# block 1

Figure 1. I/O nets highlighted (block 1).
Scale: 4 px per um.
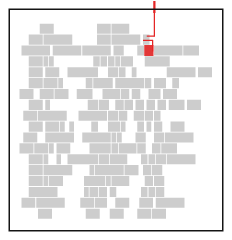
Figure 2. Wiring by layer (block 1).
Scale: 8 px per um. Only two layers are drawn.
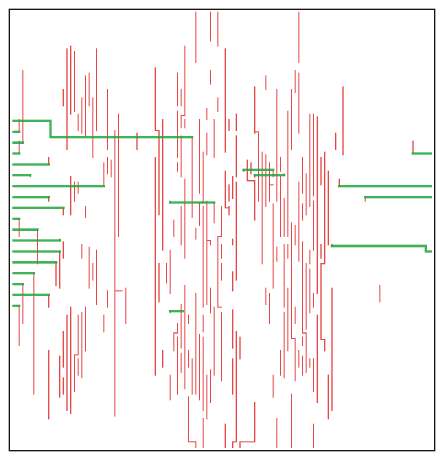
File: src/rtl/ram_rd_pkg.sv
// Shared types and sizing helpers for the LUT-RAM stream reader.
package ram_rd_pkg;

  localparam int unsigned A_WIDTH_DEF = 3;
  localparam int unsigned D_WIDTH_DEF = 8;

  // Controller states: waiting for a command, walking the range, emptying the output register.
  typedef enum logic [1:0] {
    IDLE  = 2'd0,
    READ  = 2'd1,
    DRAIN = 2'd2
  } state_e;

  // Number of words addressable with a_width address bits.
  function automatic int unsigned depth_of(input int unsigned a_width);
    return 32'd1 << a_width;
  endfunction

endpackage

File: src/rtl/stream_out_reg.sv
// One-entry valid/ready output register carrying a data word and a last-beat flag.
module stream_out_reg #(
  parameter int unsigned D_WIDTH = 8
) (
  input  logic               clk,
  input  logic               rst,
  input  logic               in_valid,
  input  logic [D_WIDTH-1:0] in_data,
  input  logic               in_last,
  output logic               in_ready,
  output logic [D_WIDTH-1:0] out_data,
  output logic               out_valid,
  output logic               out_last,
  input  logic               out_ready
);

  logic [D_WIDTH-1:0] data_q, data_d;
  logic               valid_q, valid_d;
  logic               last_q, last_d;

  // Load when empty or when the held word leaves this cycle; otherwise hold or empty out.
  always_comb begin
    in_ready = !valid_q || out_ready;
    data_d   = data_q;
    valid_d  = valid_q;
    last_d   = last_q;
    if (in_valid && in_ready) begin
      data_d  = in_data;
      valid_d = 1'b1;
      last_d  = in_last;
    end else if (out_ready) begin
      valid_d = 1'b0;
      last_d  = 1'b0;
    end
  end

  // Register stage; reset clears the held word so no stale beat survives.
  always_ff @(posedge clk) begin
    // NOTE: state flops use non-blocking assignment so every flop samples pre-edge values.
    if (rst) begin
      data_q  <= '0;
      valid_q <= 1'b0;
      last_q  <= 1'b0;
    end else begin
      data_q  <= data_d;
      valid_q <= valid_d;
      last_q  <= last_d;
    end
  end

  assign out_data  = data_q;
  assign out_valid = valid_q;
  assign out_last  = last_q;

endmodule

File: src/rtl/ram_stream_reader.sv
// Read-side controller: walks a wrapping address range of an async-read LUT RAM
// and streams each word out through a one-entry valid/ready register.
module ram_stream_reader
  import ram_rd_pkg::*;
#(
  parameter int unsigned A_WIDTH = A_WIDTH_DEF,
  parameter int unsigned D_WIDTH = D_WIDTH_DEF
) (
  input  logic               clk,
  input  logic               rst,
  input  logic               start,
  input  logic [A_WIDTH-1:0] base_addr,
  input  logic [A_WIDTH:0]   len,
  output logic               busy,
  output logic               done,
  output logic [A_WIDTH-1:0] r_add,
  input  logic [D_WIDTH-1:0] r_data,
  output logic [D_WIDTH-1:0] m_data,
  output logic               m_valid,
  input  logic               m_ready,
  output logic               m_last
);

  localparam logic [A_WIDTH:0] ONE_LEFT = (A_WIDTH+1)'(1);

  state_e             state_q, state_d;
  logic [A_WIDTH-1:0] r_add_q, r_add_d;
  logic [A_WIDTH:0]   remaining_q, remaining_d;
  logic               done_q, done_d;

  logic load_ok;
  logic cap;
  logic final_word;

  assign final_word = (remaining_q == ONE_LEFT);
  assign cap        = (state_q == READ) && load_ok;

  stream_out_reg #(
    .D_WIDTH (D_WIDTH)
  ) u_out (
    .clk       (clk),
    .rst       (rst),
    .in_valid  (state_q == READ),
    .in_data   (r_data),
    .in_last   (final_word),
    .in_ready  (load_ok),
    .out_data  (m_data),
    .out_valid (m_valid),
    .out_last  (m_last),
    .out_ready (m_ready)
  );

  // Next-state, address and word-count logic for the burst walker.
  always_comb begin
    state_d     = state_q;
    r_add_d     = r_add_q;
    remaining_d = remaining_q;
    done_d      = 1'b0;
    unique case (state_q)
      IDLE: begin
        if (start) begin
          if (len != '0) begin
            r_add_d     = base_addr;
            remaining_d = len;
            state_d     = READ;
          end else begin
            done_d = 1'b1;
          end
        end
      end
      READ: begin
        if (cap) begin
          // Address wraps naturally at the top of the memory.
          r_add_d     = r_add_q + 1'b1;
          remaining_d = remaining_q - 1'b1;
          if (final_word) state_d = DRAIN;
        end
      end
      DRAIN: begin
        if (m_valid && m_ready) begin
          done_d  = 1'b1;
          state_d = IDLE;
        end
      end
      default: state_d = IDLE;
    endcase
  end

  // FSM and counter registers with synchronous reset.
  always_ff @(posedge clk) begin
    if (rst) begin
      state_q     <= IDLE;
      r_add_q     <= '0;
      remaining_q <= '0;
      done_q      <= 1'b0;
    end else begin
      state_q     <= state_d;
      r_add_q     <= r_add_d;
      remaining_q <= remaining_d;
      done_q      <= done_d;
    end
  end

  assign busy  = (state_q != IDLE);
  assign done  = done_q;
  assign r_add = r_add_q;

endmodule
File: config.mk
export PLATFORM = sky130hd
export DESIGN_NAME = ram_stream_reader
export DESIGN_NICKNAME = d
export VERILOG_FILES = /design/src/rtl/ram_rd_pkg.sv /design/src/rtl/stream_out_reg.sv /design/src/rtl/ram_stream_reader.sv
export SDC_FILE = /design/constraint.sdc
export NUM_CORES = 1
export LEC_CHECK = 0
export CORE_AREA = 2 2 51 53
export CTS_CLUSTER_SIZE = 40
export DETAILED_ROUTE_END_ITERATION = 10
export DIE_AREA = 0 0 53 55
export GPL_TIMING_DRIVEN = 0
export PLACE_DENSITY = 0.8
export SYNTH_ARGS = -nofsm -noshare
export SYNTH_HDL_FRONTEND = slang
export SYNTH_SLANG_ARGS = --single-unit
File: constraint.sdc
create_clock -name clk -period 1.6 [get_ports clk]
set_input_delay 0.32 -clock clk [delete_from_list [all_inputs] [get_ports clk]]
set_output_delay 0.32 -clock clk [all_outputs]
set_load 0.01 [all_outputs]
==> CHANGELOG.md <==
## Implementation

* Die H at between 50 and 60 um
* Log Warnings at 27
* Crit path largest cell delay at 0.54 ns
* Tmin final at ~1.5 ns
* Remaining antenna violation count at 0
* Dominant cells by area after synthesis: dfxtp_1 (40%), mux2i_1 (8.0%), a31oi_1 (3.7%)
* Setup TNS at 0 ns
* Cell Pwr Density at between 800 and 900 mW/mm^2
* Number of global-route vias before repair at between 800 and 900
* DRC Markers at 0
* Number of port buffers at 32
* Sequential power share at between 40 and 50%
* Lkg Pwr at ~0.53 nW
* Area of the mapped netlist at approximately 0.001 mm^2
* Met2 WL post-DR at between 1 and 1.5 mm
* Non-clk buf share at a little over a quarter
* Row count at 18
* Xor/xnor share at 0%
* Place WS at -0.409 ns
* Worst Setup SP: u_out.out_valid$_SDFFE_PP0P_
* CP cell instances: clkdlybuf4s50_1
* # setup viols final at 0
* Status: finished clean
* Hold buffer count at CTS at 0
* Drt initial violations at 3
* Met2 usage at 33.1%
* Root buf cell: clkbuf_4
* Synth Flop Type: dfxtp_1
* Register area at 403 um^2
## Picture notes: Figure 1
color	port	bits	direction	end cells	buffers	wire
red	`busy`	1	output	1	1	13.2 um

## Picture notes: Figure 2
color	layer	wire length
green	metal 3	134 um
red	metal 2	1,130 um


# block 2

Figure 3. Pin map (block 2).
Scale: 1.5 px per um. Pins as bars across the die edge, other pins in gray.
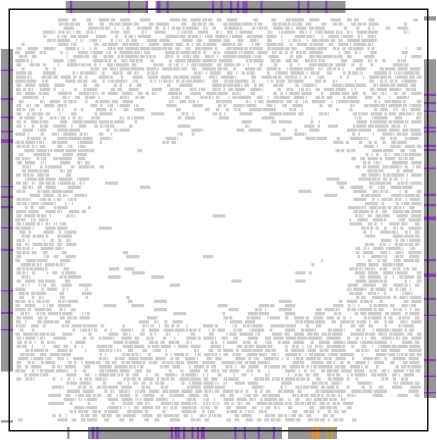
Figure 4. Placement view (block 2).
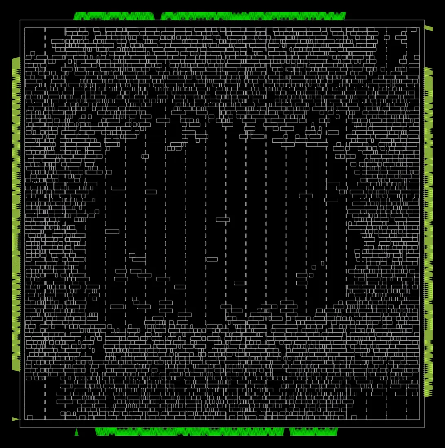
$ cat config.mk
export PLATFORM = sky130hd
export DESIGN_NAME = id_ex_stage_flat
export DESIGN_NICKNAME = d
export VERILOG_FILES = /design/src/rtl/id_ex_stage_if.sv /design/src/rtl/id_ex_stage.sv /design/src/flat_wrapper.sv
export SDC_FILE = /design/constraint.sdc
export NUM_CORES = 1
export LEC_CHECK = 0
export ABC_AREA = 0
export CAP_MARGIN = 0
export CORE_AREA = 3 3 275 277
export DETAILED_ROUTE_END_ITERATION = 8
export DIE_AREA = 0 0 278 280
export SETUP_SLACK_MARGIN = 0.2
export SKIP_CTS_REPAIR_TIMING = 1
export SYNTH_ARGS = -nofsm -noshare
export SYNTH_HDL_FRONTEND = slang
export SYNTH_SLANG_ARGS = --single-unit
$ cat constraint.sdc
create_clock -name clk -period 3.7 [get_ports clk]
set_input_delay 0.74 -clock clk [delete_from_list [all_inputs] [get_ports clk]]
set_output_delay 0.74 -clock clk [all_outputs]
set_load 0.05 [all_outputs]
$ cat src/rtl/id_ex_stage_if.sv
// Purpose: ID/EX stage bundle: decode slot, EX/MEM + MEM/WB forwarding sources, EX-side outputs.
// Latency: wires only; timing is defined by the stage that uses it.
// Backpressure: load_use_stall travels back to IF/ID; stall/flush stay plain ports on the stage.
// Ports (slave view): in_* decode fields and control, exmem_*/memwb_* forwarding sources in;
//                     alu_input1/2, alu_control, ex_store_data, ex_* fields, load_use_stall out.
interface id_ex_stage_if;
   // decode slot
   logic        in_valid;
   logic [63:0] in_pc;
   logic [63:0] in_rs1_data;
   logic [63:0] in_rs2_data;
   logic [63:0] in_imm;
   logic [4:0]  in_rs1;
   logic [4:0]  in_rs2;
   logic [4:0]  in_rd;
   logic [2:0]  in_funct3;
   logic        in_funct7_5;
   logic [1:0]  in_alu_op;
   logic        in_alu_src;
   logic        in_use_pc;
   logic        in_reg_write;
   logic        in_mem_read;
   logic        in_mem_write;
   logic        in_mem_to_reg;
   // forwarding sources
   logic        exmem_reg_write;
   logic [4:0]  exmem_rd;
   logic [63:0] exmem_result;
   logic        memwb_reg_write;
   logic [4:0]  memwb_rd;
   logic [63:0] memwb_result;
   // EX side
   logic [63:0] alu_input1;
   logic [63:0] alu_input2;
   logic [3:0]  alu_control;
   logic [63:0] ex_store_data;
   logic        ex_valid;
   logic [63:0] ex_pc;
   logic [4:0]  ex_rd;
   logic        ex_reg_write;
   logic        ex_mem_read;
   logic        ex_mem_write;
   logic        ex_mem_to_reg;
   logic        load_use_stall;

   modport master (
      output in_valid, in_pc, in_rs1_data, in_rs2_data, in_imm, in_rs1, in_rs2, in_rd,
             in_funct3, in_funct7_5, in_alu_op, in_alu_src, in_use_pc,
             in_reg_write, in_mem_read, in_mem_write, in_mem_to_reg,
             exmem_reg_write, exmem_rd, exmem_result, memwb_reg_write, memwb_rd, memwb_result,
      input  alu_input1, alu_input2, alu_control, ex_store_data, ex_valid, ex_pc, ex_rd,
             ex_reg_write, ex_mem_read, ex_mem_write, ex_mem_to_reg, load_use_stall
   );

   modport slave (
      input  in_valid, in_pc, in_rs1_data, in_rs2_data, in_imm, in_rs1, in_rs2, in_rd,
             in_funct3, in_funct7_5, in_alu_op, in_alu_src, in_use_pc,
             in_reg_write, in_mem_read, in_mem_write, in_mem_to_reg,
             exmem_reg_write, exmem_rd, exmem_result, memwb_reg_write, memwb_rd, memwb_result,
      output alu_input1, alu_input2, alu_control, ex_store_data, ex_valid, ex_pc, ex_rd,
             ex_reg_write, ex_mem_read, ex_mem_write, ex_mem_to_reg, load_use_stall
   );
endinterface

$ cat src/rtl/id_ex_stage.sv
// Purpose: ID/EX pipeline register with ALU-code decode, EX operand forwarding and load-use bubbles.
// Latency: decode fields reach EX outputs 1 cycle after capture; forwarding/load_use_stall are combinational.
// Backpressure: stall freezes the stage; load_use_stall holds IF/ID while one bubble is captured.
// Ports: clk, reset (sync, active-high), stall, flush; bus (id_ex_stage_if.slave) carries the decode
//        slot, forwarding sources and all EX-side outputs.
module id_ex_stage (
   input  logic         clk,
   input  logic         reset,
   input  logic         stall,
   input  logic         flush,
   id_ex_stage_if.slave bus
);

   localparam logic [3:0] ALU_AND  = 4'b0000;
   localparam logic [3:0] ALU_OR   = 4'b0001;
   localparam logic [3:0] ALU_ADD  = 4'b0010;
   localparam logic [3:0] ALU_XOR  = 4'b0011;
   localparam logic [3:0] ALU_SLL  = 4'b0100;
   localparam logic [3:0] ALU_SRL  = 4'b0101;
   localparam logic [3:0] ALU_SUB  = 4'b0110;
   localparam logic [3:0] ALU_SLT  = 4'b0111;
   localparam logic [3:0] ALU_SLTU = 4'b1000;
   localparam logic [3:0] ALU_SRA  = 4'b1101;

   typedef struct packed {
      logic        valid;
      logic [63:0] pc;
      logic [63:0] rs1_data;
      logic [63:0] rs2_data;
      logic [63:0] imm;
      logic [4:0]  rs1;
      logic [4:0]  rs2;
      logic [4:0]  rd;
      logic [3:0]  alu_ctl;
      logic        alu_src;
      logic        use_pc;
      logic        reg_write;
      logic        mem_read;
      logic        mem_write;
      logic        mem_to_reg;
   } ex_regs_t;

   // Reset and bubble share one image: everything zero except an ADD opcode.
   localparam ex_regs_t BUBBLE = '{alu_ctl: ALU_ADD, default: '0};

   function automatic logic [3:0] alu_decode(input logic [1:0] op, input logic [2:0] f3,
                                             input logic f7);
      logic [3:0] code;
      code = ALU_ADD;
      case (op)
         2'b00: code = ALU_ADD;
         2'b01: begin
            // Branches compare via subtract (beq/bne) or set-less-than (blt/bge, bltu/bgeu).
            case (f3)
               3'b100, 3'b101: code = ALU_SLT;
               3'b110, 3'b111: code = ALU_SLTU;
               default:        code = ALU_SUB;
            endcase
         end
         default: begin
            case (f3)
               // addi has no subtract form, so funct7[5] only matters for R-type.
               3'b000:  code = (op == 2'b10 && f7) ? ALU_SUB : ALU_ADD;
               3'b001:  code = ALU_SLL;
               3'b010:  code = ALU_SLT;
               3'b011:  code = ALU_SLTU;
               3'b100:  code = ALU_XOR;
               3'b101:  code = f7 ? ALU_SRA : ALU_SRL;
               3'b110:  code = ALU_OR;
               default: code = ALU_AND;
            endcase
         end
      endcase
      return code;
   endfunction

   // EX/MEM is the younger producer, so it wins over MEM/WB.
   function automatic logic [63:0] fwd(input logic [4:0] rs, input logic [63:0] reg_val,
                                       input logic em_we, input logic [4:0] em_rd,
                                       input logic [63:0] em_val,
                                       input logic wb_we, input logic [4:0] wb_rd,
                                       input logic [63:0] wb_val);
      logic [63:0] v;
      v = reg_val;
      if (em_we && em_rd != 5'd0 && em_rd == rs) begin
         v = em_val;
      end else if (wb_we && wb_rd != 5'd0 && wb_rd == rs) begin
         v = wb_val;
      end
      return v;
   endfunction

   ex_regs_t    ex_q;
   ex_regs_t    ex_d;
   ex_regs_t    cap;
   logic        load_use;
   logic [63:0] rs1_fwd;
   logic [63:0] rs2_fwd;

   // A stalled stage cannot retire its load, so the hazard is masked while stall is high.
   always_comb begin
      load_use = ex_q.valid & ex_q.mem_read & (ex_q.rd != 5'd0) & bus.in_valid &
                 ((ex_q.rd == bus.in_rs1) | (ex_q.rd == bus.in_rs2)) & ~stall;
   end

   always_comb begin
      cap            = BUBBLE;
      cap.valid      = bus.in_valid;
      cap.pc         = bus.in_pc;
      cap.rs1_data   = bus.in_rs1_data;
      cap.rs2_data   = bus.in_rs2_data;
      cap.imm        = bus.in_imm;
      cap.rs1        = bus.in_rs1;
      cap.rs2        = bus.in_rs2;
      cap.rd         = bus.in_valid ? bus.in_rd : 5'd0;
      cap.alu_ctl    = alu_decode(bus.in_alu_op, bus.in_funct3, bus.in_funct7_5);
      cap.alu_src    = bus.in_alu_src;
      cap.use_pc     = bus.in_use_pc;
      cap.reg_write  = bus.in_valid & bus.in_reg_write;
      cap.mem_read   = bus.in_valid & bus.in_mem_read;
      cap.mem_write  = bus.in_valid & bus.in_mem_write;
      cap.mem_to_reg = bus.in_valid & bus.in_mem_to_reg;

      ex_d = ex_q;
      if (!stall) begin
         if (flush || load_use) begin
            ex_d = BUBBLE;
         end else begin
            ex_d = cap;
         end
      end
   end

   always_ff @(posedge clk) begin
      if (reset) begin
         ex_q <= BUBBLE;
      end else begin
         ex_q <= ex_d;
      end
   end

   always_comb begin
      rs1_fwd = fwd(ex_q.rs1, ex_q.rs1_data, bus.exmem_reg_write, bus.exmem_rd, bus.exmem_result,
                    bus.memwb_reg_write, bus.memwb_rd, bus.memwb_result);
      rs2_fwd = fwd(ex_q.rs2, ex_q.rs2_data, bus.exmem_reg_write, bus.exmem_rd, bus.exmem_result,
                    bus.memwb_reg_write, bus.memwb_rd, bus.memwb_result);
   end

   assign bus.alu_input1     = ex_q.use_pc  ? ex_q.pc  : rs1_fwd;
   assign bus.alu_input2     = ex_q.alu_src ? ex_q.imm : rs2_fwd;
   assign bus.alu_control    = ex_q.alu_ctl;
   assign bus.ex_store_data  = rs2_fwd;
   assign bus.ex_valid       = ex_q.valid;
   assign bus.ex_pc          = ex_q.pc;
   assign bus.ex_rd          = ex_q.rd;
   assign bus.ex_reg_write   = ex_q.valid & ex_q.reg_write;
   assign bus.ex_mem_read    = ex_q.valid & ex_q.mem_read;
   assign bus.ex_mem_write   = ex_q.valid & ex_q.mem_write;
   assign bus.ex_mem_to_reg  = ex_q.valid & ex_q.mem_to_reg;
   assign bus.load_use_stall = load_use;

endmodule

$ cat src/flat_wrapper.sv
// flat-port wrapper written by rule: the top's interface ports become plain ports
module id_ex_stage_flat 
  (clk, reset, stall, flush, bus_in_valid, bus_in_pc, bus_in_rs1_data, bus_in_rs2_data, bus_in_imm, bus_in_rs1, bus_in_rs2, bus_in_rd, bus_in_funct3, bus_in_funct7_5, bus_in_alu_op, bus_in_alu_src, bus_in_use_pc, bus_in_reg_write, bus_in_mem_read, bus_in_mem_write, bus_in_mem_to_reg, bus_exmem_reg_write, bus_exmem_rd, bus_exmem_result, bus_memwb_reg_write, bus_memwb_rd, bus_memwb_result, bus_alu_input1, bus_alu_input2, bus_alu_control, bus_ex_store_data, bus_ex_valid, bus_ex_pc, bus_ex_rd, bus_ex_reg_write, bus_ex_mem_read, bus_ex_mem_write, bus_ex_mem_to_reg, bus_load_use_stall);
  id_ex_stage_if bus_i ();
  input  logic clk;
  input  logic reset;
  input  logic stall;
  input  logic flush;
  input wire logic [$bits(bus_i.in_valid)-1:0] bus_in_valid;
  input wire logic [$bits(bus_i.in_pc)-1:0] bus_in_pc;
  input wire logic [$bits(bus_i.in_rs1_data)-1:0] bus_in_rs1_data;
  input wire logic [$bits(bus_i.in_rs2_data)-1:0] bus_in_rs2_data;
  input wire logic [$bits(bus_i.in_imm)-1:0] bus_in_imm;
  input wire logic [$bits(bus_i.in_rs1)-1:0] bus_in_rs1;
  input wire logic [$bits(bus_i.in_rs2)-1:0] bus_in_rs2;
  input wire logic [$bits(bus_i.in_rd)-1:0] bus_in_rd;
  input wire logic [$bits(bus_i.in_funct3)-1:0] bus_in_funct3;
  input wire logic [$bits(bus_i.in_funct7_5)-1:0] bus_in_funct7_5;
  input wire logic [$bits(bus_i.in_alu_op)-1:0] bus_in_alu_op;
  input wire logic [$bits(bus_i.in_alu_src)-1:0] bus_in_alu_src;
  input wire logic [$bits(bus_i.in_use_pc)-1:0] bus_in_use_pc;
  input wire logic [$bits(bus_i.in_reg_write)-1:0] bus_in_reg_write;
  input wire logic [$bits(bus_i.in_mem_read)-1:0] bus_in_mem_read;
  input wire logic [$bits(bus_i.in_mem_write)-1:0] bus_in_mem_write;
  input wire logic [$bits(bus_i.in_mem_to_reg)-1:0] bus_in_mem_to_reg;
  input wire logic [$bits(bus_i.exmem_reg_write)-1:0] bus_exmem_reg_write;
  input wire logic [$bits(bus_i.exmem_rd)-1:0] bus_exmem_rd;
  input wire logic [$bits(bus_i.exmem_result)-1:0] bus_exmem_result;
  input wire logic [$bits(bus_i.memwb_reg_write)-1:0] bus_memwb_reg_write;
  input wire logic [$bits(bus_i.memwb_rd)-1:0] bus_memwb_rd;
  input wire logic [$bits(bus_i.memwb_result)-1:0] bus_memwb_result;
  output wire logic [$bits(bus_i.alu_input1)-1:0] bus_alu_input1;
  output wire logic [$bits(bus_i.alu_input2)-1:0] bus_alu_input2;
  output wire logic [$bits(bus_i.alu_control)-1:0] bus_alu_control;
  output wire logic [$bits(bus_i.ex_store_data)-1:0] bus_ex_store_data;
  output wire logic [$bits(bus_i.ex_valid)-1:0] bus_ex_valid;
  output wire logic [$bits(bus_i.ex_pc)-1:0] bus_ex_pc;
  output wire logic [$bits(bus_i.ex_rd)-1:0] bus_ex_rd;
  output wire logic [$bits(bus_i.ex_reg_write)-1:0] bus_ex_reg_write;
  output wire logic [$bits(bus_i.ex_mem_read)-1:0] bus_ex_mem_read;
  output wire logic [$bits(bus_i.ex_mem_write)-1:0] bus_ex_mem_write;
  output wire logic [$bits(bus_i.ex_mem_to_reg)-1:0] bus_ex_mem_to_reg;
  output wire logic [$bits(bus_i.load_use_stall)-1:0] bus_load_use_stall;
  assign bus_i.in_valid = bus_in_valid;
  assign bus_i.in_pc = bus_in_pc;
  assign bus_i.in_rs1_data = bus_in_rs1_data;
  assign bus_i.in_rs2_data = bus_in_rs2_data;
  assign bus_i.in_imm = bus_in_imm;
  assign bus_i.in_rs1 = bus_in_rs1;
  assign bus_i.in_rs2 = bus_in_rs2;
  assign bus_i.in_rd = bus_in_rd;
  assign bus_i.in_funct3 = bus_in_funct3;
  assign bus_i.in_funct7_5 = bus_in_funct7_5;
  assign bus_i.in_alu_op = bus_in_alu_op;
  assign bus_i.in_alu_src = bus_in_alu_src;
  assign bus_i.in_use_pc = bus_in_use_pc;
  assign bus_i.in_reg_write = bus_in_reg_write;
  assign bus_i.in_mem_read = bus_in_mem_read;
  assign bus_i.in_mem_write = bus_in_mem_write;
  assign bus_i.in_mem_to_reg = bus_in_mem_to_reg;
  assign bus_i.exmem_reg_write = bus_exmem_reg_write;
  assign bus_i.exmem_rd = bus_exmem_rd;
  assign bus_i.exmem_result = bus_exmem_result;
  assign bus_i.memwb_reg_write = bus_memwb_reg_write;
  assign bus_i.memwb_rd = bus_memwb_rd;
  assign bus_i.memwb_result = bus_memwb_result;
  assign bus_alu_input1 = bus_i.alu_input1;
  assign bus_alu_input2 = bus_i.alu_input2;
  assign bus_alu_control = bus_i.alu_control;
  assign bus_ex_store_data = bus_i.ex_store_data;
  assign bus_ex_valid = bus_i.ex_valid;
  assign bus_ex_pc = bus_i.ex_pc;
  assign bus_ex_rd = bus_i.ex_rd;
  assign bus_ex_reg_write = bus_i.ex_reg_write;
  assign bus_ex_mem_read = bus_i.ex_mem_read;
  assign bus_ex_mem_write = bus_i.ex_mem_write;
  assign bus_ex_mem_to_reg = bus_i.ex_mem_to_reg;
  assign bus_load_use_stall = bus_i.load_use_stall;
  id_ex_stage u_core (.clk(clk), .reset(reset), .stall(stall), .flush(flush), .bus(bus_i));
endmodule
==> CHANGELOG.md <==
## Implementation

* Total number of yosys warnings at 0
* Final Max Slew Viols at 0
* Biggest register: u_core.ex_q
* Setup TNS at 0 ns
* Syn-to-layout area delta at 90.1%
* Dominant kind of combinational cell: simple AND/OR/NAND/NOR gates
* Worst Path Max Fanout at 6
* # IOs at about 700
* Ys flops at ~280
* Crit path max-delay family: buffers and inverters
* Logic share of the area at 37.2%
* CTS Buffer Depth at 3
* CP endpoint kind: primary output
* Pwr top: clock
* Final hold viol count at 0
* Crit path largest cell delay at 0.57 ns
* Adder Share, Synth at 0%
* Fin util at between 40% and 50%
* Largest net degree at the start of global routing at around 150
* Buf+Inv Stages, Crit Path at 6
* Crit path kind: in2out
* Top cell excl fill/tap: clkdlybuf4s50_1
* DR top layer: met5
* Diode count at 15
* Max FFs per register at about 210
* Final worst setup slack at 0.0595 ns
* Crit path required time at 2.96 ns
* Levels on crit path at 11
* Non-clock inverters at 6
* 1st-pass router iterations at 8
* Initial Util at ~23%
* FF-to-FF End: u_core.ex_q[112]$_SDFFE_PP0N_
* Met1 Wirelength at a little over 40 mm
* Status: finished clean
* Sink Count at approximately 280
* Number of port buffers at between 600 and 700
* Compound Share, Synth at 23.1%
* # setup viols final at 0
* Vias after detailed routing at about 21,000
* RePlAce Congestion at between 0.8 and 0.9
* Worst Setup SP: bus_memwb_rd[2]
* M1 GR Usage at between 20% and 30%
* Sequential power share at between 30% and 40%
* Cell Pwr Density at 322 mW/mm^2
* Die H at around 280 um
* Critical Path Slowest Stage Cell: or4_4
* Chip area at between 0.07 and 0.08 mm^2
* Synth Seq Share at ~33%
Notes on Figure 3 above:
color	port	pins	direction	edge
cyan	`bus_exmem_reg_write`	1	input	bottom
purple	`bus_alu_input2`	64	output	20 right, 16 top, 14 bottom, 14 left
orange	`bus_exmem_rd`	5	input	bottom
all pins by edge	196 top, 176 bottom, 168 right, 159 left

Notes on Figure 4 above:
tapcells inserted: 959
Core Box Area: 0.0731 mm^2
fin cells: 3,863
row count: 99


# block 3

Figure 5. Wiring by layer (block 3).
Scale: 3 px per um. Only two layers are drawn.
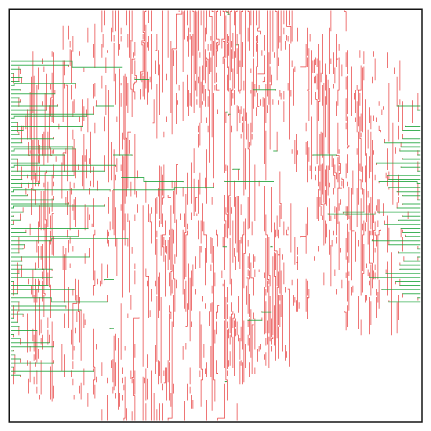
`config.mk`:
```
export PLATFORM = sky130hd
export DESIGN_NAME = extram_bus_ctrl
export DESIGN_NICKNAME = d
export VERILOG_FILES = /design/src/rtl/extram_pkg.sv /design/src/rtl/extram_decode.sv /design/src/rtl/extram_bus_ctrl.sv
export SDC_FILE = /design/constraint.sdc
export NUM_CORES = 1
export LEC_CHECK = 0
export ABC_AREA = 1
export CAP_MARGIN = 20
export CELL_PAD_IN_SITES_DETAIL_PLACEMENT = 1
export CELL_PAD_IN_SITES_GLOBAL_PLACEMENT = 1
export CORE_MARGIN = 2
export CORE_UTILIZATION = 28
export DETAILED_ROUTE_END_ITERATION = 8
export PLACE_DENSITY = 0.79
export SETUP_SLACK_MARGIN = 0.05
export SYNTH_ARGS = -nofsm -noshare
export SYNTH_HDL_FRONTEND = slang
export SYNTH_SLANG_ARGS = --single-unit
export TNS_END_PERCENT = 50
```
`constraint.sdc`:
```
create_clock -name clk -period 1.8 [get_ports clk]
set_clock_uncertainty 0.2 [all_clocks]
set_input_delay 0.54 -clock clk [delete_from_list [all_inputs] [get_ports clk]]
set_output_delay 0.54 -clock clk [all_outputs]
set_load 0.02 [all_outputs]
```
`src/rtl/extram_pkg.sv`:
```
// Shared constants for the external-RAM bus controller: FSM encodings,
// slave indices and the address-region decode layout.
package extram_pkg;

  localparam logic [1:0] ST_IDLE   = 2'd0;
  localparam logic [1:0] ST_SETUP  = 2'd1;
  localparam logic [1:0] ST_ACTIVE = 2'd2;
  localparam logic [1:0] ST_DONE   = 2'd3;

  localparam int SLV_SD   = 0;
  localparam int SLV_CDDA = 1;
  localparam int SLV_IDE  = 2;

  localparam int          DEC_IDE_BIT   = 12;
  localparam int          DEC_SUB_BIT   = 11;
  localparam logic [15:0] UNMAPPED_MASK = 16'hE000;

  function automatic logic [31:0] zext8(input logic [7:0] d);
    return {24'h00_0000, d};
  endfunction

endpackage

```
`src/rtl/extram_decode.sv`:
```
// Combinational CPU address decode into a one-hot slave select plus an
// unmapped flag; the select is all-zero whenever the address is unmapped.
module extram_decode
  import extram_pkg::*;
(
  input  logic [15:0] i_a,
  output logic [2:0]  o_sel,
  output logic        o_unmapped
);

  logic w_unmapped;

  // Region decode: IDE owns the upper 4 KiB, sdcard/cdda split the lower half
  always_comb begin
    w_unmapped = |(i_a & UNMAPPED_MASK);
    o_sel      = 3'b000;
    if (w_unmapped) begin
      o_sel = 3'b000;
    end else if (i_a[DEC_IDE_BIT]) begin
      o_sel[SLV_IDE] = 1'b1;
    end else if (i_a[DEC_SUB_BIT]) begin
      o_sel[SLV_CDDA] = 1'b1;
    end else begin
      o_sel[SLV_SD] = 1'b1;
    end
    o_unmapped = w_unmapped;
  end

endmodule

```
`src/rtl/extram_bus_ctrl.sv`:
```
// CPU external-RAM bus sequencer: registered decode, one-hot slave select,
// per-access wait handshake and bus timeout with error reporting.
module extram_bus_ctrl
  import extram_pkg::*;
#(
  parameter int          TIMEOUT_CYCLES = 64,
  parameter logic [31:0] ERR_DATA       = 32'hFFFF_FFFF
) (
  input  logic        clk,
  input  logic        reset_,
  input  logic [15:0] cpu_a,
  input  logic [31:0] cpu_d_in,
  output logic [31:0] cpu_d_out,
  input  logic        cpu_cs,
  input  logic        cpu_oe,
  input  logic [3:0]  cpu_wstrb,
  output logic        cpu_wait,
  output logic        cpu_buserr,
  output logic [15:0] slv_a,
  output logic [31:0] slv_d_out,
  output logic        slv_oe,
  output logic [3:0]  slv_wstrb,
  output logic [2:0]  slv_cs,
  input  logic [31:0] slv_d_ide,
  input  logic [7:0]  slv_d_sd,
  input  logic [7:0]  slv_d_cdda,
  input  logic [2:0]  slv_wait
);

  localparam logic [9:0] CNT_LAST = 10'(TIMEOUT_CYCLES - 1);

  logic [1:0]  r_state;
  logic [2:0]  r_sel;
  logic [2:0]  r_slv_cs;
  logic [9:0]  r_cnt;
  logic        r_buserr;
  logic [31:0] r_d_out;
  logic [15:0] r_a;
  logic [31:0] r_wd;
  logic        r_oe;
  logic [3:0]  r_wstrb;

  logic [2:0]  w_sel;
  logic        w_unmapped;
  logic        w_sel_wait;
  logic [31:0] w_rdata;

  extram_decode u_decode (
    .i_a        (cpu_a),
    .o_sel      (w_sel),
    .o_unmapped (w_unmapped)
  );

  // Selected slave's wait and read data, narrow slaves zero-extended
  always_comb begin
    w_sel_wait = |(slv_wait & r_sel);
    w_rdata    = 32'h0000_0000;
    if (r_sel[SLV_IDE]) begin
      w_rdata = slv_d_ide;
    end else if (r_sel[SLV_CDDA]) begin
      w_rdata = zext8(slv_d_cdda);
    end else if (r_sel[SLV_SD]) begin
      w_rdata = zext8(slv_d_sd);
    end else begin
      w_rdata = 32'h0000_0000;
    end
  end

  // Access FSM with address latch, timeout counter and read-data capture
  always_ff @(posedge clk or negedge reset_) begin
    if (!reset_) begin
      r_state  <= ST_IDLE;
      r_sel    <= 3'b000;
      r_slv_cs <= 3'b000;
      r_cnt    <= 10'd0;
      r_buserr <= 1'b0;
      r_d_out  <= 32'h0000_0000;
      r_a      <= 16'h0000;
      r_wd     <= 32'h0000_0000;
      r_oe     <= 1'b0;
      r_wstrb  <= 4'b0000;
    end else begin
      case (r_state)
        ST_IDLE: begin
          r_buserr <= 1'b0;
          if (cpu_cs) begin
            r_a     <= cpu_a;
            r_wd    <= cpu_d_in;
            r_oe    <= cpu_oe;
            r_wstrb <= cpu_oe ? 4'b0000 : cpu_wstrb;
            r_sel   <= w_sel;
            if (w_unmapped) begin
              r_state  <= ST_DONE;
              r_buserr <= 1'b1;
              if (cpu_oe) begin
                r_d_out <= ERR_DATA;
              end
            end else begin
              r_state <= ST_SETUP;
            end
          end
        end
        ST_SETUP: begin
          r_cnt <= 10'd0;
          if (cpu_cs) begin
            r_slv_cs <= r_sel;
            r_state  <= ST_ACTIVE;
          end else begin
            r_state <= ST_IDLE;
          end
        end
        ST_ACTIVE: begin
          // A CPU abort outranks both completion and timeout
          if (!cpu_cs) begin
            r_slv_cs <= 3'b000;
            r_state  <= ST_IDLE;
          end else if (!w_sel_wait) begin
            if (r_oe) begin
              r_d_out <= w_rdata;
            end
            r_slv_cs <= 3'b000;
            r_state  <= ST_DONE;
          end else if (r_cnt == CNT_LAST) begin
            r_slv_cs <= 3'b000;
            r_d_out  <= ERR_DATA;
            r_buserr <= 1'b1;
            r_state  <= ST_DONE;
          end else begin
            r_cnt <= r_cnt + 10'd1;
          end
        end
        ST_DONE: begin
          r_buserr <= 1'b0;
          if (!cpu_cs) begin
            r_state <= ST_IDLE;
          end
        end
        default: begin
          r_slv_cs <= 3'b000;
          r_state  <= ST_IDLE;
        end
      endcase
    end
  end

  // Gated by reset_ so the stall releases the instant reset asserts
  assign cpu_wait   = reset_ & cpu_cs & (r_state != ST_DONE);
  assign cpu_buserr = r_buserr;
  assign cpu_d_out  = r_d_out;
  assign slv_a      = r_a;
  assign slv_d_out  = r_wd;
  assign slv_oe     = r_oe;
  assign slv_wstrb  = r_wstrb;
  assign slv_cs     = r_slv_cs;

endmodule
```
==> CHANGELOG.md <==
## Implementation

* Status: complete, but fails checks
* Failing checks: negative setup slack
* Synth Flop Type: dfrtp_1
* Final worst setup slack at -0.138 ns
* Die X at between 100 and 150 um
* Synth Seq Share at between 50% and 60%
* Worst Path Arrival at slightly above 2 ns
* Fin util at approximately 45%
* Switch share at 45.1%
* Worst-Skew Late Latency at roughly 0.35 ns
* Largest area contributor in the netlist: dfrtp_1
* Core Box Area at 0.0173 mm^2
* # setup viols final at 40
* Internal power at approximately 7.2 mW
* Postcts setup bufs at 0
* Buf+Inv Stages, Crit Path at 5
* Final Power at between 10 and 15 mW
* Number of global-route vias before repair at around 5,200
* Most frequent cells after synthesis: nand2_1 (346), dfrtp_1 (104), nand3_1 (60)
* Setup slack, reg-to-reg at -0.14 ns
* Pwr top: combinational logic
* RePlAce Congestion at roughly 0.78
* Tapcells inserted at around 230
* Final Cell Area at between 0.007 and 0.008 mm^2
* Worst Hold Path Cells at 3
* Worst Path Max Fanout at 8
* Die H at around 140 um
## Picture notes: Figure 5
color	layer	wire length
red	metal 2	8,670 um
green	metal 3	1,380 um


# block 4

Figure 6. Cell sizes after repair (block 4).
Scale: 6 px per um.
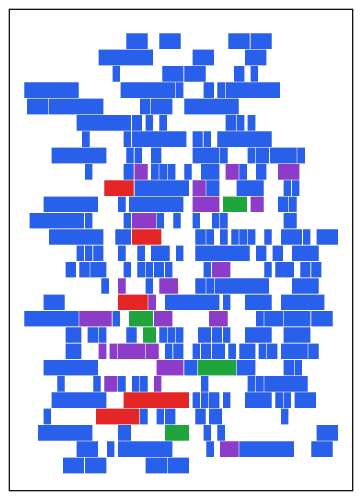
Figure 7. Placement view (block 4).
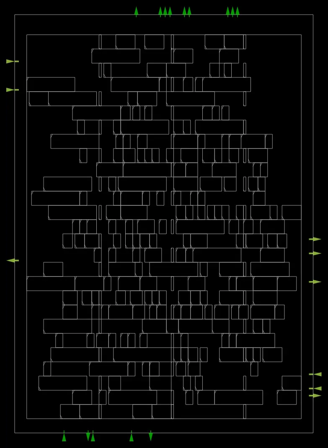
`src/rtl/vend_fsm_if.sv`:
```
// Coin/selection inputs and credit/refund outputs of the vending controller.
interface vend_fsm_if;
    logic       coin_5;
    logic       coin_10;
    logic       sel;
    logic       cancel;
    logic [5:0] credit;
    logic       dispense;
    logic [5:0] change;
    logic       change_vld;
    logic       coin_rej;
    logic       busy;

    modport master (
        output coin_5, coin_10, sel, cancel,
        input  credit, dispense, change, change_vld, coin_rej, busy
    );

    modport slave (
        input  coin_5, coin_10, sel, cancel,
        output credit, dispense, change, change_vld, coin_rej, busy
    );
endinterface

```
`src/rtl/vend_fsm.sv`:
```
// Vending machine controller: credit collection, timed dispense and refund.
// Optional feature: define REFUND_TIMEOUT_EN to auto-refund an idle COLLECT after TIMEOUT_TICKS ticks.
module vend_fsm #(
    parameter int PRICE         = 15,
    parameter int DISP_TICKS    = 2,
    parameter int TIMEOUT_TICKS = 10
) (
    input  logic          clk,
    input  logic          nrst,
    input  logic          tick_in,
    vend_fsm_if.slave     bus
);
    typedef enum logic [1:0] {S_IDLE, S_COLLECT, S_DISPENSE, S_RETURN} state_t;

    localparam logic [5:0]     PRICE_C   = 6'(PRICE);
    localparam int             DCW       = $clog2(DISP_TICKS + 1);
    localparam logic [DCW-1:0] DISP_LAST = DCW'(DISP_TICKS - 1);

    state_t         state_q, state_d;
    logic [5:0]     credit_q, credit_d;
    logic [5:0]     change_q, change_d;
    logic           vld_q, vld_d;
    logic           rej_q, rej_d;
    logic           disp_q, disp_d;
    logic           busy_q, busy_d;
    logic [DCW-1:0] dcnt_q, dcnt_d;
    logic           sync1_q, sync2_q, sync3_q, tick_p_q;

    logic           coin_any;
    logic [5:0]     coin_val;
    logic [5:0]     remain;

`ifdef REFUND_TIMEOUT_EN
    localparam int             TCW      = $clog2(TIMEOUT_TICKS + 1);
    localparam logic [TCW-1:0] TMO_LAST = TCW'(TIMEOUT_TICKS - 1);
    logic [TCW-1:0] tcnt_q, tcnt_d;
`endif

    assign coin_any = bus.coin_5 | bus.coin_10;
    assign coin_val = (bus.coin_5 ? 6'd5 : 6'd0) + (bus.coin_10 ? 6'd10 : 6'd0);
    assign remain   = credit_q - PRICE_C;

    always_comb begin
        state_d  = state_q;
        credit_d = credit_q;
        change_d = change_q;
        vld_d    = 1'b0;
        rej_d    = 1'b0;
        dcnt_d   = dcnt_q;
`ifdef REFUND_TIMEOUT_EN
        tcnt_d   = '0;
`endif
        case (state_q)
            S_IDLE: begin
                dcnt_d = '0;
                if (coin_any) begin
                    credit_d = credit_q + coin_val;
                    state_d  = S_COLLECT;
                end
            end
            S_COLLECT: begin
                if (bus.cancel) begin
                    state_d = S_RETURN;
                    rej_d   = coin_any;
                end else if (bus.sel && (credit_q >= PRICE_C)) begin
                    state_d = S_DISPENSE;
                    dcnt_d  = '0;
                    // Same-cycle coins count against the post-purchase balance.
                    if (coin_any && (remain < PRICE_C)) begin
                        credit_d = remain + coin_val;
                    end else begin
                        credit_d = remain;
                        rej_d    = coin_any;
                    end
                end else if (coin_any && (credit_q < PRICE_C)) begin
                    credit_d = credit_q + coin_val;
                end else begin
                    rej_d = coin_any;
`ifdef REFUND_TIMEOUT_EN
                    tcnt_d = tcnt_q;
                    if (tick_p_q) begin
                        if (tcnt_q == TMO_LAST) begin
                            state_d = S_RETURN;
                            tcnt_d  = '0;
                        end else begin
                            tcnt_d = tcnt_q + 1'b1;
                        end
                    end
`endif
                end
            end
            S_DISPENSE: begin
                rej_d = coin_any;
                if (tick_p_q) begin
                    if (dcnt_q == DISP_LAST) begin
                        dcnt_d  = '0;
                        state_d = (credit_q != 6'd0) ? S_RETURN : S_IDLE;
                    end else begin
                        dcnt_d = dcnt_q + 1'b1;
                    end
                end
            end
            S_RETURN: begin
                rej_d    = coin_any;
                change_d = credit_q;
                vld_d    = 1'b1;
                credit_d = 6'd0;
                state_d  = S_IDLE;
            end
            default: state_d = S_IDLE;
        endcase
        // Status flags are registered from the next state so they line up with state_q.
        disp_d = (state_d == S_DISPENSE);
        busy_d = (state_d == S_DISPENSE) || (state_d == S_RETURN);
    end

    always_ff @(posedge clk or negedge nrst) begin
        if (!nrst) begin
            state_q  <= S_IDLE;
            credit_q <= 6'd0;
            change_q <= 6'd0;
            vld_q    <= 1'b0;
            rej_q    <= 1'b0;
            disp_q   <= 1'b0;
            busy_q   <= 1'b0;
            dcnt_q   <= '0;
            sync1_q  <= 1'b0;
            sync2_q  <= 1'b0;
            sync3_q  <= 1'b0;
            tick_p_q <= 1'b0;
`ifdef REFUND_TIMEOUT_EN
            tcnt_q   <= '0;
`endif
        end else begin
            state_q  <= state_d;
            credit_q <= credit_d;
            change_q <= change_d;
            vld_q    <= vld_d;
            rej_q    <= rej_d;
            disp_q   <= disp_d;
            busy_q   <= busy_d;
            dcnt_q   <= dcnt_d;
            sync1_q  <= tick_in;
            sync2_q  <= sync1_q;
            sync3_q  <= sync2_q;
            tick_p_q <= sync2_q & ~sync3_q;
`ifdef REFUND_TIMEOUT_EN
            tcnt_q   <= tcnt_d;
`endif
        end
    end

    assign bus.credit     = credit_q;
    assign bus.change     = change_q;
    assign bus.change_vld = vld_q;
    assign bus.coin_rej   = rej_q;
    assign bus.dispense   = disp_q;
    assign bus.busy       = busy_q;
endmodule

```
`src/flat_wrapper.sv`:
```
// flat-port wrapper written by rule: the top's interface ports become plain ports
module vend_fsm_flat 
#(
    parameter int PRICE         = 15,
    parameter int DISP_TICKS    = 2,
    parameter int TIMEOUT_TICKS = 10
)
  (clk, nrst, tick_in, bus_coin_5, bus_coin_10, bus_sel, bus_cancel, bus_credit, bus_dispense, bus_change, bus_change_vld, bus_coin_rej, bus_busy);
  vend_fsm_if bus_i ();
  input  logic clk;
  input  logic nrst;
  input  logic tick_in;
  input wire logic [$bits(bus_i.coin_5)-1:0] bus_coin_5;
  input wire logic [$bits(bus_i.coin_10)-1:0] bus_coin_10;
  input wire logic [$bits(bus_i.sel)-1:0] bus_sel;
  input wire logic [$bits(bus_i.cancel)-1:0] bus_cancel;
  output wire logic [$bits(bus_i.credit)-1:0] bus_credit;
  output wire logic [$bits(bus_i.dispense)-1:0] bus_dispense;
  output wire logic [$bits(bus_i.change)-1:0] bus_change;
  output wire logic [$bits(bus_i.change_vld)-1:0] bus_change_vld;
  output wire logic [$bits(bus_i.coin_rej)-1:0] bus_coin_rej;
  output wire logic [$bits(bus_i.busy)-1:0] bus_busy;
  assign bus_i.coin_5 = bus_coin_5;
  assign bus_i.coin_10 = bus_coin_10;
  assign bus_i.sel = bus_sel;
  assign bus_i.cancel = bus_cancel;
  assign bus_credit = bus_i.credit;
  assign bus_dispense = bus_i.dispense;
  assign bus_change = bus_i.change;
  assign bus_change_vld = bus_i.change_vld;
  assign bus_coin_rej = bus_i.coin_rej;
  assign bus_busy = bus_i.busy;
  vend_fsm #(.PRICE(PRICE), .DISP_TICKS(DISP_TICKS), .TIMEOUT_TICKS(TIMEOUT_TICKS)) u_core (.clk(clk), .nrst(nrst), .tick_in(tick_in), .bus(bus_i));
endmodule
```
`config.mk`:
```
export PLATFORM = sky130hd
export DESIGN_NAME = vend_fsm_flat
export DESIGN_NICKNAME = d
export VERILOG_FILES = /design/src/rtl/vend_fsm_if.sv /design/src/rtl/vend_fsm.sv /design/src/flat_wrapper.sv
export SDC_FILE = /design/constraint.sdc
export NUM_CORES = 1
export LEC_CHECK = 0
export ABC_AREA = 1
export ABC_CLOCK_PERIOD_IN_PS = 5350
export CORE_AREA = 2 2 55 78
export DETAILED_ROUTE_END_ITERATION = 16
export DIE_AREA = 0 0 57 80
export PLACE_DENSITY = 0.64
export SYNTH_ARGS = -nofsm -noshare
export SYNTH_HDL_FRONTEND = slang
export SYNTH_SLANG_ARGS = --single-unit
```
`constraint.sdc`:
```
create_clock -name clk -period 5.35 [get_ports clk]
set_input_delay 1.07 -clock clk [delete_from_list [all_inputs] [get_ports clk]]
set_output_delay 1.07 -clock clk [all_outputs]
set_load 0.01 [all_outputs]
```
==> CHANGELOG.md <==
## Implementation

* Status: finished clean
* Worst vdd ir at 0.328 mV
* Nature of the critical path startpoint: input pin
* Worst Path Arrival at 2.87 ns
* Dominant cells by area after synthesis: dfrtp_1 (36%), nand2_1 (9.0%), ha_1 (8.2%)
* # H-tree levels at 1
* Final Power at roughly 1.4 mW
* Comb gates at ~150
* Signal buffers at 22
* Combinational Power Share at about 65%
* Total grt overflow at 0
* Layout cells sized above 1 at 14.0%
* Inserted Clock Buffers at 3
* Clk cell area share at around 3.6%
* Max Cap Viol at 0
* RePlAce Congestion at 0.897
* Sink Count at 24
* Compound Share, Synth at a little under an eighth
* Setup slack, reg-to-reg at roughly 3.2 ns
* Yosys Instances at 205
* First-pass GRT wire length at between 6 and 7 mm
* # setup viols final at 0
* Final Cell Area at roughly 0.0020 mm^2
* Place WS at 2.34 ns
* Worst hold slack at between 0.3 and 0.4 ns
* Syn Inst Count at just over 200
* DR vias/cell at 5.13
* Switch share at about 47%
* Met3 Usage GRT at roughly 2.3%
* Comb gate area at approximately 930 um^2
* Worst reg-to-reg path cell count at 8
* Non-clock inverters at 31
* Power Combinational at ~0.91 mW
* 1st-pass router iterations at 4
* Worst Hold Path Cells at 0
* Largest net degree at the start of global routing at 25
* Fin Clk Skew at 0.00424 ns
* CP cell instances: clkdlybuf4s50_1, ha_1, fa_1, nand3_1, nand3_1, xor2_1, nor2_1, nor2_1, a21boi_2
* Clock network power share at between 10% and 20%
* Synth Seq Share at a little over a third
* Hold_sp: u_core.sync1_q$_DFF_PN0_
* FF-to-FF End: u_core.bus.credit[4]$_DFFE_PN0P_
* Fmax at roughly 370 MHz
* CP endpoint kind: register
* Tmin final at between 2 and 3 ns
* Final nets at around 250
* Critical Path Slowest Stage Cell: clkdlybuf4s50_1
* Reg2reg start: u_core.bus.credit[0]$_DFFE_PN0P_
* Worst slew pin tran at roughly 1.1 ns
* DR top layer: met4
* Dpl cells at 267
* Buf+Inv Stages, Crit Path at 1
* Fin cells at roughly 270
* Final hold viol count at 0
* Met2 usage at between 30% and 40%
* CTS Buffer Depth at 2
* Xor/xnor share at under 10%
* Levels on crit path at 9
* Area of the mapped netlist at between 0.0015 and 0.002 mm^2
* Drt initial violations at about 48
* Root buf cell: clkbuf_8
## Picture notes: Figure 6
color	size	cells	share	most used
blue	_0 and _1 cells	196	86%	nand2_1
purple	_2 cells	22	9.6%	inv_2
green	_3 and _4 cells	5	2.2%	nor2_4
red	_6 and larger	5	2.2%	clkbuf_8

## Picture notes: Figure 7
Filler cells: 420
registers: 24
Core Box Area: 0.00385 mm^2
fraction of area in registers: 30.2%


# block 5

Figure 8. I/O nets highlighted (block 5).
Scale: 2 px per um.
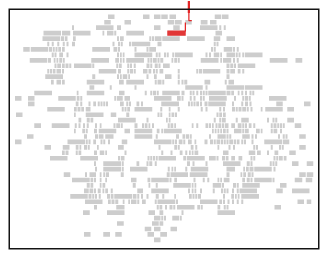
Figure 9. Cell sizes after repair (block 5).
Scale: 3 px per um.
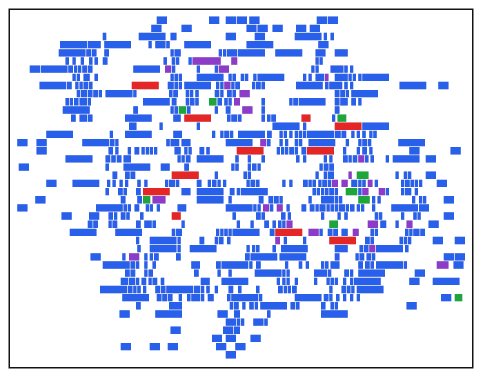
`src/rtl/control_chain_initiator.sv`:
```
// control_chain_initiator: host-side driver for an ap_ctrl_chain kernel.
// It takes a batch command (run count plus an optional setup phase), starts
// the kernel the requested number of times while keeping at most
// MAX_OUTSTANDING runs unacknowledged, and answers every kernel done with a
// one-cycle continue pulse. It flags protocol violations.
//   ap_clk, ap_rst_n      : clock, asynchronous active-low reset
//   cmd_*                 : batch request handshake (valid/ready, run count, setup)
//   ctrl_*                : outputs to the kernel (ap_start, ap_continue, setup, done)
//   kern_*                : inputs from the kernel (ap_ready, ap_done, ap_idle, start, endian)
//   batch_endian          : kern_endian captured at the first accepted start
//   busy, batch_done      : batch in progress / one-cycle completion pulse
//   runs_issued, runs_done: per-batch accepted starts and acknowledged dones
//   proto_err             : sticky protocol error
module control_chain_initiator #(
    parameter int RUN_W           = 16,
    parameter int MAX_OUTSTANDING = 4,
    parameter int SETUP_CYCLES    = 2
) (
    input  logic             ap_clk,
    input  logic             ap_rst_n,
    input  logic             cmd_valid,
    output logic             cmd_ready,
    input  logic [RUN_W-1:0] cmd_run_count,
    input  logic             cmd_setup,
    output logic             ctrl_ap_start,
    output logic             ctrl_ap_continue,
    output logic             ctrl_setup,
    output logic             ctrl_done,
    input  logic             kern_ap_ready,
    input  logic             kern_ap_done,
    input  logic             kern_ap_idle,
    input  logic             kern_start,
    input  logic             kern_endian,
    output logic             batch_endian,
    output logic             busy,
    output logic             batch_done,
    output logic [RUN_W-1:0] runs_issued,
    output logic [RUN_W-1:0] runs_done,
    output logic             proto_err
);
    localparam int OUT_W = $clog2(MAX_OUTSTANDING + 1);
    localparam logic [5:0] S_RESET = 6'b000001;
    localparam logic [5:0] S_IDLE  = 6'b000010;
    localparam logic [5:0] S_SETUP = 6'b000100;
    localparam logic [5:0] S_ISSUE = 6'b001000;
    localparam logic [5:0] S_DRAIN = 6'b010000;
    localparam logic [5:0] S_DONE  = 6'b100000;
    localparam logic [RUN_W-1:0] RUN_MAX   = '1;
    localparam logic [OUT_W-1:0] OUT_LIM   = OUT_W'(MAX_OUTSTANDING);
    localparam logic [7:0]       SETUP_LIM = 8'(SETUP_CYCLES);

    logic [5:0]       state, state_nx;
    logic [RUN_W-1:0] run_count, issued_nx, done_nx;
    logic [OUT_W-1:0] outstanding, out_nx;
    logic [7:0]       setup_cnt, setup_nx;
    logic             accept, ack, spurious, start_nx;

    assign accept    = ctrl_ap_start && kern_ap_ready;
    assign ack       = kern_ap_done && outstanding != '0;
    assign spurious  = kern_ap_done && outstanding == '0;
    assign issued_nx = accept && runs_issued != RUN_MAX ? runs_issued + 1'b1 : runs_issued;
    assign done_nx   = ack && runs_done != RUN_MAX ? runs_done + 1'b1 : runs_done;
    assign out_nx    = accept && !ack ? outstanding + 1'b1 : !accept && ack ? outstanding - 1'b1 : outstanding;

    // While ap_start is low, a slot freed by a done only re-raises it once the
    // decremented outstanding count is visible in the register, so the start
    // follows the continue pulse by one cycle. While it is high, it drops as
    // soon as the post-update counts reach a limit.
    assign start_nx = state == S_IDLE ? state_nx == S_ISSUE :
                      state_nx == S_ISSUE && issued_nx != run_count && out_nx < OUT_LIM &&
                      (ctrl_ap_start || outstanding < OUT_LIM);

    always_comb begin
        state_nx = state;
        setup_nx = 8'd0;
        if (state == S_RESET)
            state_nx = S_IDLE;
        if (state == S_IDLE && cmd_valid)
            state_nx = cmd_run_count == '0 ? S_DONE : cmd_setup ? S_SETUP : S_ISSUE;
        if (state == S_SETUP) begin
            setup_nx = kern_ap_idle ? setup_cnt + 8'd1 : 8'd0;
            state_nx = setup_nx == SETUP_LIM ? S_ISSUE : S_SETUP;
        end
        if (state == S_ISSUE && issued_nx == run_count)
            state_nx = S_DRAIN;
        if (state == S_DRAIN && runs_done == run_count)
            state_nx = S_DONE;
        if (state == S_DONE)
            state_nx = S_IDLE;
    end

    always_ff @(posedge ap_clk or negedge ap_rst_n) begin
        if (!ap_rst_n) begin
            state            <= S_RESET;
            setup_cnt        <= 8'd0;
            run_count        <= '0;
            runs_issued      <= '0;
            runs_done        <= '0;
            outstanding      <= '0;
            cmd_ready        <= 1'b0;
            ctrl_ap_start    <= 1'b0;
            ctrl_ap_continue <= 1'b0;
            ctrl_setup       <= 1'b0;
            ctrl_done        <= 1'b0;
            batch_done       <= 1'b0;
            batch_endian     <= 1'b0;
            busy             <= 1'b0;
            proto_err        <= 1'b0;
        end else begin
            state            <= state_nx;
            setup_cnt        <= setup_nx;
            cmd_ready        <= state_nx == S_IDLE;
            ctrl_setup       <= state_nx == S_SETUP;
            ctrl_ap_start    <= start_nx;
            ctrl_ap_continue <= ack;
            ctrl_done        <= state == S_DONE;
            batch_done       <= state == S_DONE;
            proto_err        <= proto_err || spurious || (accept && !kern_start);
            if (accept && runs_issued == '0)
                batch_endian <= kern_endian;
            if (state == S_IDLE && cmd_valid) begin
                run_count   <= cmd_run_count;
                runs_issued <= '0;
                runs_done   <= '0;
                outstanding <= '0;
                busy        <= 1'b1;
            end else begin
                runs_issued <= issued_nx;
                runs_done   <= done_nx;
                outstanding <= out_nx;
                if (state == S_DONE)
                    busy <= 1'b0;
            end
        end
    end
endmodule

```
`config.mk`:
```
export PLATFORM = sky130hd
export DESIGN_NAME = control_chain_initiator
export DESIGN_NICKNAME = d
export VERILOG_FILES = /design/src/rtl/control_chain_initiator.sv
export SDC_FILE = /design/constraint.sdc
export NUM_CORES = 1
export LEC_CHECK = 0
export ABC_AREA = 1
export CORE_AREA = 2 2 152 117
export CTS_CLUSTER_DIAMETER = 150
export DETAILED_ROUTE_END_ITERATION = 10
export DIE_AREA = 0 0 154 119
export GPL_ROUTABILITY_DRIVEN = 0
export HOLD_SLACK_MARGIN = 0.03
export PLACE_DENSITY = 0.47
export SETUP_SLACK_MARGIN = 0.3
export SLEW_MARGIN = 20
export SYNTH_ARGS = -nofsm -noshare
export SYNTH_HDL_FRONTEND = slang
export SYNTH_SLANG_ARGS = --single-unit
```
`constraint.sdc`:
```
create_clock -name ap_clk -period 4.72 [get_ports ap_clk]
set_input_delay 0.472 -clock ap_clk [delete_from_list [all_inputs] [get_ports ap_clk]]
set_output_delay 0.472 -clock ap_clk [all_outputs]
set_load 0.005 [all_outputs]
```
==> CHANGELOG.md <==
## Implementation

* Status: finished clean
* Sequential power at about 1.1 mW
* Syn Inst Count at 632
* Worst slew pin tran at between 0.9 and 1 ns
* Clock network power share at 22.4%
* DR top layer: met4
* CTS clk-pin slew, worst paths at roughly 0.060 ns
* Fin util at between 30 and 40%
* Clk cell area share at 5.00%
* Sink Count at about 73
* Yosys Instances at approximately 630
* # setup viols final at 0
* Initial antenna violation count at 0
* DR vias/cell at roughly 4.6
* Levels on crit path at 7
* Setup TNS at 0 ns
* Most common logic cells in the final layout: nand2_1 (178), inv_1 (92), nor2_1 (72), dfrtp_1 (72), clkdlybuf4s50_1 (64)
* Worst Setup SP: state[3]$_DFF_PN0_
* DP Wirelength at between 10 and 15 mm
* Switch Pwr at 1.24 mW
* Reg2reg start: state[3]$_DFF_PN0_
* 1st-pass router iterations at 4
* Max Cap Viol at 0
* Adder Share, Synth at ~2.5%
* Crit path required time at between 4 and 5 ns
* Filler cells at roughly 1,800
* Met1 Wirelength at between 7 and 8 mm
* Vias after detailed routing at 4,277
* Place WS at 1.95 ns
* Fraction of area in registers at 32.6%
* Critical Path Slowest Stage Cell: nand2_1
* Largest area contributor in the netlist: dfrtp_1
* Area of the mapped netlist at between 0.004 and 0.005 mm^2
* Registers at approximately 73
* Total grt overflow at 0
* Ys flops at approximately 73
* Hold WC Path Type: in2async
About Figure 8:
color	port	bits	direction	end cells	buffers	wire
red	`ctrl_setup`	1	output	1	1	10.7 um

About Figure 9:
color	size	cells	share
red	_6 and larger	11	1.6%
purple	_2 cells	29	4.1%
green	_3 and _4 cells	9	1.3%
blue	_0 and _1 cells	656	93%



==> gallery <==
Wiring by layer.
panel A
Scale: 6 px per um. Only two layers are drawn.
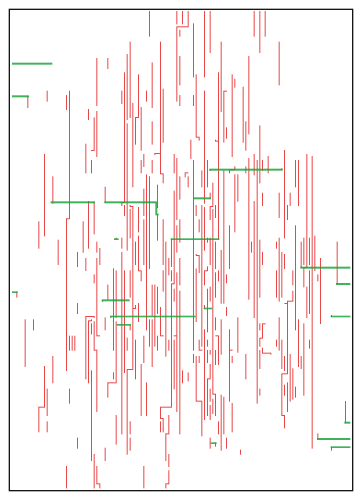
panel B
Scale: 3 px per um. Only two layers are drawn.
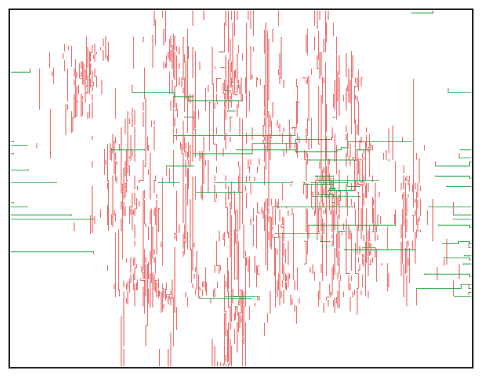
panel C
Scale: 1.5 px per um. Only two layers are drawn.
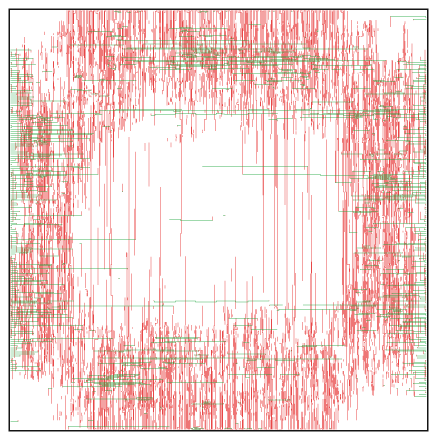
Panel C is block 2.
Panel B is block 5.
Panel A is block 4.
The one with the largest die is panel C.

No activity file was given, so power comes from the tool's default toggle rates.
